==================== design 1
### src/rtl/coin_change_dispenser_pkg.sv
// Shared definitions for the coin change dispenser: coin codes, unit values, FSM states.
// Latency: none (declarations only).
// Backpressure: not applicable.
package coin_change_dispenser_pkg;

  // Hopper coin codes; 2'b11 is reserved and never driven.
  localparam logic [1:0] COIN_25C   = 2'b00;
  localparam logic [1:0] COIN_50C   = 2'b01;
  localparam logic [1:0] COIN_1BIRR = 2'b10;

  // Coin values in 25-cent units.
  localparam logic [2:0] UNITS_25C   = 3'd1;
  localparam logic [2:0] UNITS_50C   = 3'd2;
  localparam logic [2:0] UNITS_1BIRR = 3'd4;

  typedef enum logic [1:0] {
    ST_IDLE     = 2'd0,
    ST_CALC     = 2'd1,
    ST_DISPENSE = 2'd2,
    ST_DONE     = 2'd3
  } state_t;

endpackage

### src/rtl/coin_change_dispenser_coin_select.sv
// Greedy coin picker: largest coin that does not exceed the amount still owed.
// Latency: purely combinational.
// Backpressure: none; output is a pure function of the amount.
module coin_select #(
  parameter int UNIT_W = 4
) (
  input  logic [UNIT_W-1:0] remaining_i,
  output logic [1:0]        coin_type_o,
  output logic [2:0]        coin_value_o
);
  import coin_change_dispenser_pkg::*;

  // Compare at 32 bits so the coin values never get truncated by a narrow UNIT_W.
  always_comb begin
    coin_type_o  = COIN_25C;
    coin_value_o = UNITS_25C;
    if (32'(remaining_i) >= 32'(UNITS_1BIRR)) begin
      coin_type_o  = COIN_1BIRR;
      coin_value_o = UNITS_1BIRR;
    end else if (32'(remaining_i) >= 32'(UNITS_50C)) begin
      coin_type_o  = COIN_50C;
      coin_value_o = UNITS_50C;
    end
  end

endmodule

### src/rtl/coin_change_dispenser.sv
// Pays change (or a full refund when credit is short) to the hopper, largest coin first.
// Latency: start -> first coin 2 cycles, 1 cycle per accepted coin, done 1 cycle after last coin.
// Backpressure: coin_valid/coin_type/remaining hold while coin_ready is low.
module coin_change_dispenser #(
  parameter int UNIT_W = 4
) (
  input  logic              CLOCK_50,
  input  logic              reset,
  input  logic              start,
  input  logic [UNIT_W-1:0] credit,
  input  logic [UNIT_W-1:0] price,
  input  logic              coin_ready,
  output logic              coin_valid,
  output logic [1:0]        coin_type,
  output logic              busy,
  output logic              done,
  output logic              refund,
  output logic [UNIT_W-1:0] remaining
);
  import coin_change_dispenser_pkg::*;

  state_t            state_q, state_d;
  logic [UNIT_W-1:0] credit_q, credit_d;
  logic [UNIT_W-1:0] price_q, price_d;
  logic [UNIT_W-1:0] remaining_q, remaining_d;
  logic              refund_q, refund_d;
  logic [1:0]        coin_type_q, coin_type_d;
  logic [2:0]        coin_value_q, coin_value_d;
  logic              coin_valid_q;
  logic              done_q;

  logic [1:0]        sel_type;
  logic [2:0]        sel_value;

  // The picker looks at the amount that will be owed after this edge, so the
  // registered coin always matches the registered remaining.
  coin_select #(.UNIT_W(UNIT_W)) u_coin_select (
    .remaining_i  (remaining_d),
    .coin_type_o  (sel_type),
    .coin_value_o (sel_value)
  );

  // Next-state and datapath update for the payout FSM.
  always_comb begin
    state_d      = state_q;
    credit_d     = credit_q;
    price_d      = price_q;
    remaining_d  = remaining_q;
    refund_d     = refund_q;
    coin_type_d  = coin_type_q;
    coin_value_d = coin_value_q;
    case (state_q)
      ST_IDLE: begin
        if (start) begin
          credit_d = credit;
          price_d  = price;
          refund_d = (credit < price);
          state_d  = ST_CALC;
        end
      end
      ST_CALC: begin
        refund_d    = (credit_q < price_q);
        remaining_d = (credit_q >= price_q) ? (credit_q - price_q) : credit_q;
        if (remaining_d == '0) begin
          state_d = ST_DONE;
        end else begin
          state_d      = ST_DISPENSE;
          coin_type_d  = sel_type;
          coin_value_d = sel_value;
        end
      end
      ST_DISPENSE: begin
        if (coin_ready) begin
          // Greedy choice never exceeds remaining, so this cannot wrap.
          remaining_d = remaining_q - UNIT_W'(coin_value_q);
          if (remaining_d == '0) begin
            state_d = ST_DONE;
          end else begin
            coin_type_d  = sel_type;
            coin_value_d = sel_value;
          end
        end
      end
      ST_DONE: begin
        state_d = ST_IDLE;
      end
      default: begin
        state_d = ST_IDLE;
      end
    endcase
  end

  // State and output registers; reset wins over everything, including a coin in flight.
  always_ff @(posedge CLOCK_50) begin
    if (reset) begin
      state_q      <= ST_IDLE;
      credit_q     <= '0;
      price_q      <= '0;
      remaining_q  <= '0;
      refund_q     <= 1'b0;
      coin_type_q  <= COIN_25C;
      coin_value_q <= UNITS_25C;
      coin_valid_q <= 1'b0;
      done_q       <= 1'b0;
    end else begin
      state_q      <= state_d;
      credit_q     <= credit_d;
      price_q      <= price_d;
      remaining_q  <= remaining_d;
      refund_q     <= refund_d;
      coin_type_q  <= coin_type_d;
      coin_value_q <= coin_value_d;
      coin_valid_q <= (state_d == ST_DISPENSE);
      done_q       <= (state_d == ST_DONE);
    end
  end

  assign coin_valid = coin_valid_q;
  assign coin_type  = coin_type_q;
  assign busy       = (state_q != ST_IDLE);
  assign done       = done_q;
  assign refund     = refund_q;
  assign remaining  = remaining_q;

endmodule

### config.mk
export PLATFORM = sky130hd
export DESIGN_NAME = coin_change_dispenser
export DESIGN_NICKNAME = d
export VERILOG_FILES = /design/src/rtl/coin_change_dispenser_pkg.sv /design/src/rtl/coin_change_dispenser_coin_select.sv /design/src/rtl/coin_change_dispenser.sv
export SDC_FILE = /design/constraint.sdc
export NUM_CORES = 1
export LEC_CHECK = 0
export CORE_MARGIN = 2
export CORE_UTILIZATION = 40
export DETAILED_ROUTE_END_ITERATION = 10
export GPL_ROUTABILITY_DRIVEN = 0
export PLACE_DENSITY = 0.75
export SYNTH_ARGS = -nofsm -noshare
export SYNTH_HDL_FRONTEND = slang
export SYNTH_SLANG_ARGS = --single-unit
### constraint.sdc
create_clock -name CLOCK_50 -period 2 [get_ports CLOCK_50]
set_input_delay 0.6 -clock CLOCK_50 [delete_from_list [all_inputs] [get_ports CLOCK_50]]
set_output_delay 0.6 -clock CLOCK_50 [all_outputs]
set_load 0.05 [all_outputs]
==================== design 2
File: src/rtl/uart_tx.sv
// 8N1 UART transmitter with a small TX FIFO; a byte accepted into an empty FIFO drives the start bit one edge later.
// Backpressure: tx_ready follows the registered FIFO count only, so a full FIFO refuses bytes even on a pop cycle.
module uart_tx #(
    parameter int BAUD_RATE   = 115200,
    parameter int CLK_VAL_MHZ = 50,
    parameter int FIFO_DEPTH  = 4
) (
    input  logic                          clk,
    input  logic                          rst_n,
    input  logic [7:0]                    tx_data,
    input  logic                          tx_valid,
    output logic                          tx_ready,
    output logic                          tx,
    output logic                          tx_busy,
    output logic [$clog2(FIFO_DEPTH):0]   fifo_count
);

    localparam int BAUD_DIV = CLK_VAL_MHZ * 1000000 / BAUD_RATE;
    localparam int CW       = (BAUD_DIV > 1) ? $clog2(BAUD_DIV) : 1;
    localparam int PW       = $clog2(FIFO_DEPTH);

    localparam logic [CW-1:0] BAUD_LAST = CW'(BAUD_DIV - 1);
    localparam logic [PW:0]   FULL_CNT  = (PW + 1)'(FIFO_DEPTH);

    typedef enum logic [1:0] {
        IDLE,
        START,
        DATA,
        STOP
    } state_t;

    state_t          state, state_nxt;
    logic [CW-1:0]   baud_cnt, baud_nxt;
    logic [2:0]      bit_cnt, bit_nxt;
    logic [7:0]      shift, shift_nxt;
    logic            tx_nxt, busy_nxt;

    logic [7:0]      mem [FIFO_DEPTH];
    logic [PW-1:0]   wr_ptr, rd_ptr;
    logic            push, pop;
    logic            baud_end;
    logic            fifo_nempty;

    assign tx_ready    = (fifo_count != FULL_CNT);
    assign push        = tx_valid && tx_ready;
    assign baud_end    = (baud_cnt == BAUD_LAST);
    assign fifo_nempty = (fifo_count != '0);

    always_ff @(posedge clk) begin
        if (push) begin
            mem[wr_ptr] <= tx_data;
        end
    end

    always_ff @(posedge clk or negedge rst_n) begin
        if (!rst_n) begin
            wr_ptr     <= '0;
            rd_ptr     <= '0;
            fifo_count <= '0;
        end else begin
            if (push) begin
                wr_ptr <= wr_ptr + PW'(1);
            end
            if (pop) begin
                rd_ptr <= rd_ptr + PW'(1);
            end
            case ({push, pop})
                2'b10:   fifo_count <= fifo_count + (PW + 1)'(1);
                2'b01:   fifo_count <= fifo_count - (PW + 1)'(1);
                default: fifo_count <= fifo_count;
            endcase
        end
    end

    // pop is only raised with fifo_nempty, so the FIFO can never underflow
    always_comb begin
        state_nxt = state;
        baud_nxt  = baud_end ? '0 : baud_cnt + CW'(1);
        bit_nxt   = bit_cnt;
        shift_nxt = shift;
        tx_nxt    = tx;
        busy_nxt  = tx_busy;
        pop       = 1'b0;
        case (state)
            IDLE: begin
                baud_nxt = '0;
                tx_nxt   = 1'b1;
                busy_nxt = 1'b0;
                if (fifo_nempty) begin
                    pop       = 1'b1;
                    shift_nxt = mem[rd_ptr];
                    tx_nxt    = 1'b0;
                    busy_nxt  = 1'b1;
                    state_nxt = START;
                end
            end
            START: begin
                if (baud_end) begin
                    tx_nxt    = shift[0];
                    bit_nxt   = '0;
                    state_nxt = DATA;
                end
            end
            DATA: begin
                if (baud_end) begin
                    if (bit_cnt == 3'd7) begin
                        tx_nxt    = 1'b1;
                        state_nxt = STOP;
                    end else begin
                        shift_nxt = {1'b0, shift[7:1]};
                        tx_nxt    = shift[1];
                        bit_nxt   = bit_cnt + 3'd1;
                    end
                end
            end
            STOP: begin
                if (baud_end) begin
                    if (fifo_nempty) begin
                        pop       = 1'b1;
                        shift_nxt = mem[rd_ptr];
                        tx_nxt    = 1'b0;
                        state_nxt = START;
                    end else begin
                        busy_nxt  = 1'b0;
                        state_nxt = IDLE;
                    end
                end
            end
            default: begin
                state_nxt = IDLE;
            end
        endcase
    end

    always_ff @(posedge clk or negedge rst_n) begin
        if (!rst_n) begin
            state    <= IDLE;
            baud_cnt <= '0;
            bit_cnt  <= '0;
            shift    <= '0;
            tx       <= 1'b1;
            tx_busy  <= 1'b0;
        end else begin
            state    <= state_nxt;
            baud_cnt <= baud_nxt;
            bit_cnt  <= bit_nxt;
            shift    <= shift_nxt;
            tx       <= tx_nxt;
            tx_busy  <= busy_nxt;
        end
    end

endmodule

File: config.mk
export PLATFORM = sky130hd
export DESIGN_NAME = uart_tx
export DESIGN_NICKNAME = d
export VERILOG_FILES = /design/src/rtl/uart_tx.sv
export SDC_FILE = /design/constraint.sdc
export NUM_CORES = 1
export LEC_CHECK = 0
export CAP_MARGIN = 30
export CORE_MARGIN = 1.5
export CORE_UTILIZATION = 64
export CTS_CLUSTER_DIAMETER = 80
export CTS_CLUSTER_SIZE = 30
export DETAILED_ROUTE_END_ITERATION = 16
export GPL_TIMING_DRIVEN = 0
export PLACE_DENSITY = 0.94
export SETUP_SLACK_MARGIN = 0.3
export SLEW_MARGIN = 15
export SYNTH_ARGS = -nofsm -noshare
export SYNTH_HDL_FRONTEND = slang
export SYNTH_SLANG_ARGS = --single-unit
File: constraint.sdc
create_clock -name clk -period 5.69 [get_ports clk]
set_clock_uncertainty 0.1 [all_clocks]
set_input_delay 0.569 -clock clk [delete_from_list [all_inputs] [get_ports clk]]
set_output_delay 0.569 -clock clk [all_outputs]
set_load 0.01 [all_outputs]

==> notes/layouts.md <==
Pictures saved along the way, in no particular order.

Placed cells, one color a class.
Bar = 20 µm.
shot_01.png
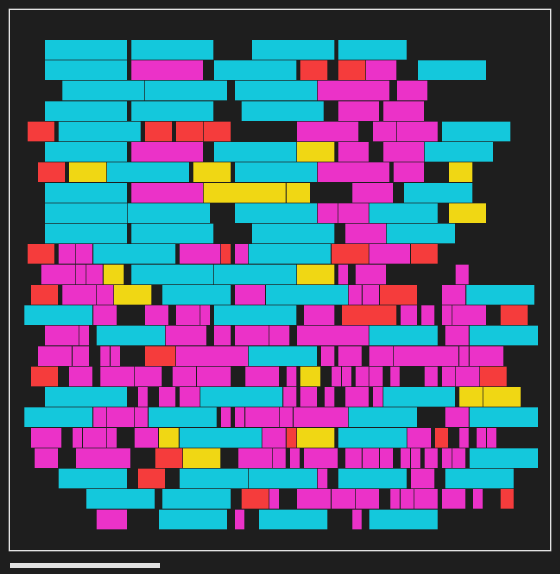
shot_02.png
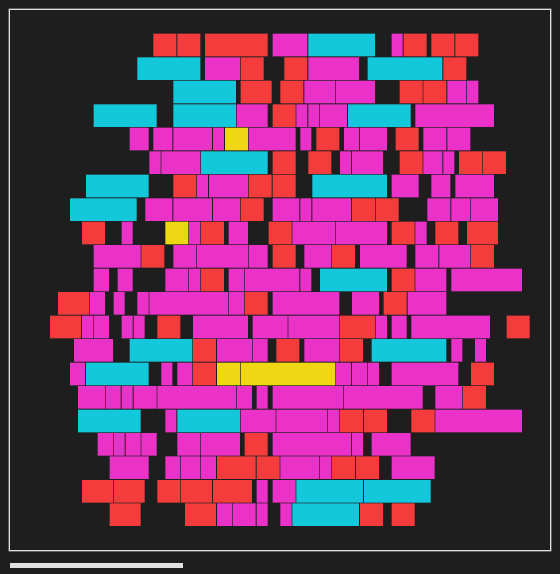
The one with the most sequential cells is shot_01.png.
The one with the largest die is shot_01.png.
| picture | from |
|---|---|
| shot_02.png | design 1 |
| shot_01.png | design 2 |

**Design 1: gate-type map**

Bar = 20 µm.
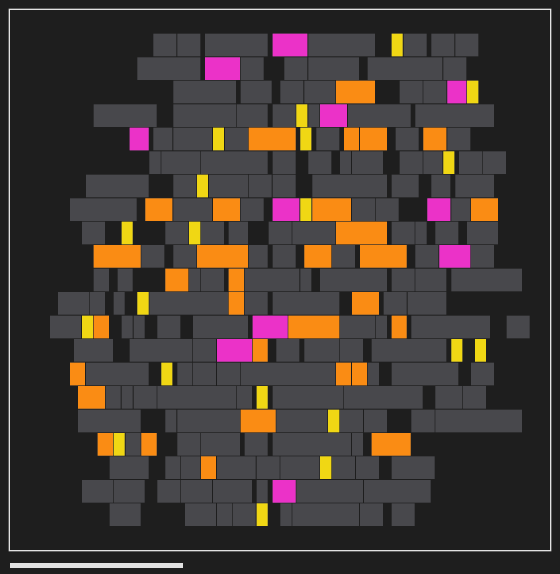
[aoi and oai cells] orange | cells: 31 | most used: a21oi_1
[inv cells] yellow | cells: 20 | most used: inv_1 | where: all over the die
[and/or cells] magenta | cells: 11

==> out/results.ini, design 1 <==
[status]
run_status=finished, violations left
failed_checks=setup timing

[final_layout]
stdcell_area_mm2=0.002300
nets=255
inv_count=20
comb_share_pct=49.02
clk_share_pct=2.285
seq_area_share_pct=18.28
comb_cells=114

[detailed_routing]
drc=0
drtAntennaViolNets=0
wirelength_met1_um=1864
vias_per_cell=5.751
dr_wl_met2_um=2696

[synth]
synthMuxAreaShare_pct=2.281
syn_nets=189
ff_type=dfxtp_1
edf_count=0
yosysWarnings=0
topCombFamilyByArea=simple AND/OR/NAND/NOR gates
synthCells=162

[die]
die_h_um=62.55
fp-utilization_pct=41.42
coreArea_mm2=0.003311

[pwr]
p_per_area_mw_per_mm2=1604
p_sw_share_pct=45.44
p_clk_share_pct=9.5
vdd_drop_max_mv=0.8367
power.total_w=0.003688
internal_power_w=0.002012
p_sw_w=0.001676

[global_route]
grt_util_met2_pct=47.72

[final_timing]
fin_ws_ns=-0.4083
setup_viol=7
period_needed_ns=2.408
rsz0062_at_grt=yes
tightest_slew_ns=0.3295
finalSetupTns_ns=-1.945
whs_ns=0.4816

[place]
dp_slack_ns=-0.4285
postPlaceCellArea_mm2=0.001931
placed_cells=261

[flow_run]
warnings=31

[clock_network]
cts.sinks=20
clk_pin_slew_ns=0.13
htreeDepth=1
cts_tree=yes
numCtsBuffers=3
cts-root-buf=clkbuf_4
worstSkewPairLatency_ns=0.32
cts_buffer_depth=2

[critical_path]
cp.required_ns=2.26
arrival_ns=2.67
path_cells=inv_2, ha_4, inv_2, fa_2, nor3b_2, o211a_1, o32ai_2, nand3_2, or3_4, o21ai_2
worst-path-buf-inv=2

==> design 1: repair_timing <==
item,4_1_cts,5_1_grt
setup buffers,5,4
resized,32,26
setup endpoints to repair,11,12
cloned,0,0
pin swaps,11,15
==> design 1: path summary, 6_finish.rpt <==
check,startpoint,endpoint,slack (ns),depth (start not counted)
setup reg to reg,remaining[0],coin_value_q[0],-0.41,10
setup / recovery,remaining[0],coin_value_q[0],-0.41,10
hold reg to reg,price_q[2],price_q[2],0.48,2
hold / removal,price_q[2],price_q[2],0.48,2
==> design 1: power groups by stage <==
stage | logic [W] | clock network, W | registers, W
6_report | 0.00272 | 0.000350 | 0.000620
5_1_grt | 0.00285 | 0.000366 | 0.000630
4_1_cts | 0.00231 | 0.000342 | 0.000604
3_5_place_dp | 0.00197 | 0 | 0.000602
3_3_place_gp | 0.00190 | 0 | 0.000593
2_1_floorplan | 0.00101 | 0 | 0.000742
==> design 1: registers in the layout, summed over array words and instances (netlist names) <==
| register | cells |
|---|---|
| credit_q | 4 |
| price_q | 4 |
| coin_type | 2 |
| state_q | 2 |
| coin_valid | 1 |
| done | 1 |
| remaining | 4 |
| coin_value_q | 1 |
| refund | 1 |
**Design 2: clock routing**

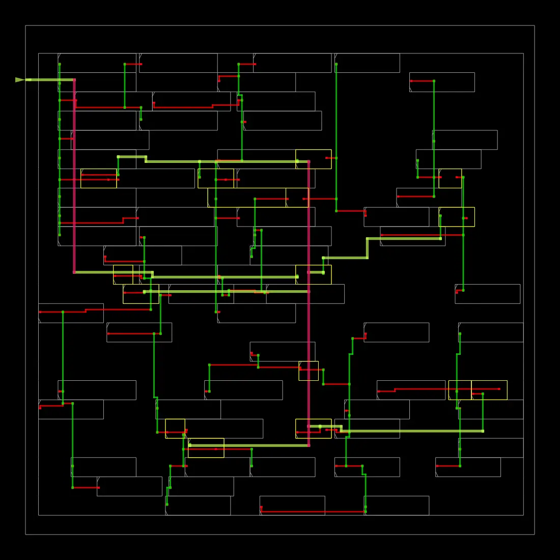
Clock Power: 0.000396 W
clk latency of the worst-skew pair: 0.35 ns
seq_cells: 63
CLK BUF: 9

==> out/results.ini, design 2 <==
[status]
run_status=complete, no violations

[critical_path]
reg2reg_depth=9
startpoint=baud_cnt[3]
worstSetupEndpoint=fifo_count[2]
cp.required_ns=5.86
slowest_delay_ns=0.46
crit_type=register to register
cp_common_cell=xor2_1
cpLargestDelayFamily=simple AND/OR/NAND/NOR gates
rrSetupSlack_ns=2.98
r2r_end=fifo_count[2]
cp_max_fo=6
worst-path-buf-inv=1

[final_timing]
fin_ws_ns=2.982
finalHoldViolCount=0
max_freq_mhz=369.2
setup_viol=0
whs_ns=0.1579

[final_layout]
drive_gt1_share_pct=20.68
stdcell_area_mm2=0.003465
clk_share_pct=5.850
layout.cells.non_filler=289
dominant_cells=sequential cells
lay_top_count=edfxtp_1
n_antenna_cell=0
inv_count=10

[synth]
yosysTopAreaCell=edfxtp_1
ff_type=edfxtp_1
syn_avg_cell_area_um2=14.84
ys_seq_share_pct=57.14
topCombFamilyByArea=multiplexers
synthCells=205
top_cells_by_area=edfxtp_1, dfrtp_1, mux4_1
synth_xor_xnor_area_share_pct=3.743
yosysWarnings=0
edf_count=32
syn_nets=231

[global_route]
grt_max_degree=32
grt_pass1_wl_um=9308
grt-ovfl-total=0

[pwr]
pg_seq_w=0.000583
p_clk_share_pct=33.9
p_per_area_mw_per_mm2=336.3
power-top-group=sequential cells
p_seq_share_pct=50.0

[place]
placed_cells=273
port_buffers=16
hpwl_um=3656

[worst_hold_path]
hold_class=primary input to asynchronous set/reset pin

[detailed_routing]
vias_per_cell=6.138
firstDrtPassIters=4
met3_length_um=373
dr_wl_met2_um=2924
wirelength_met1_um=2336
drc=0

[clock_network]
clk_pin_slew_ns=0.08
cts_buffer_depth=2
cts_hold_buf=0
cts.repair.resized=0

[die]
die_area_mm2=0.005175
io_pins=17
die_h_um=71.94
tap_cells=52

## design 2: worst reg2reg max path: cells and delay by family (launching register included)
| kind | cells | cell delay [ns] |
|---|---|---|
| AND/OR/NAND/NOR | 3 | 0.83 |
| AND-OR/OR-AND | 1 | 0.25 |
| XOR/XNOR | 2 | 0.32 |
| buffers and inverters | 1 | 0.07 |
| flip-flops | 1 | 0.46 |
| adder cells (fa/ha/maj) | 2 | 0.60 |
## design 2: sequential cells by signal, indices dropped and copies added, names as in the netlist
signal,flops
mem,32
baud_cnt,9
shift,8
bit_cnt,3
fifo_count,3
rd_ptr,2
state,2
wr_ptr,2
tx,1
tx_busy,1
## design 2: cell usage after synthesis, types with 2 or more instances
cell type	count
a211oi_1	2
a21oi_1	3
a22o_1	3
a2bb2oi_1	2
and3_1	5
clkbuf_1	2
clkbuf_8	2
dfrtp_1	30
edfxtp_1	32
ha_1	14
inv_1	10
mux2_2	10
mux2_4	8
mux4_1	7
nand2_1	5
nand3_1	7
nor2_1	17
nor3_1	3
o21ai_0	5
xnor2_1	7
xor2_1	6


==> gallery <==
Clock distribution.
Bar = 20 µm.
picture 1
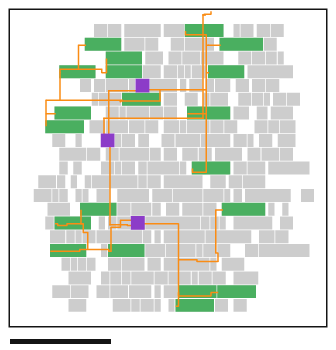
picture 2
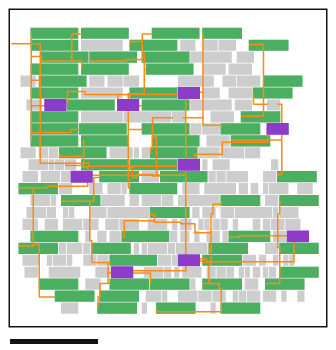
| from | picture |
|---|---|
| design 1 | picture 1 |
| design 2 | picture 2 |
- most sequential cells: picture 2
- largest die: picture 2

No activity file was given, so power comes from the tool's default toggle rates.
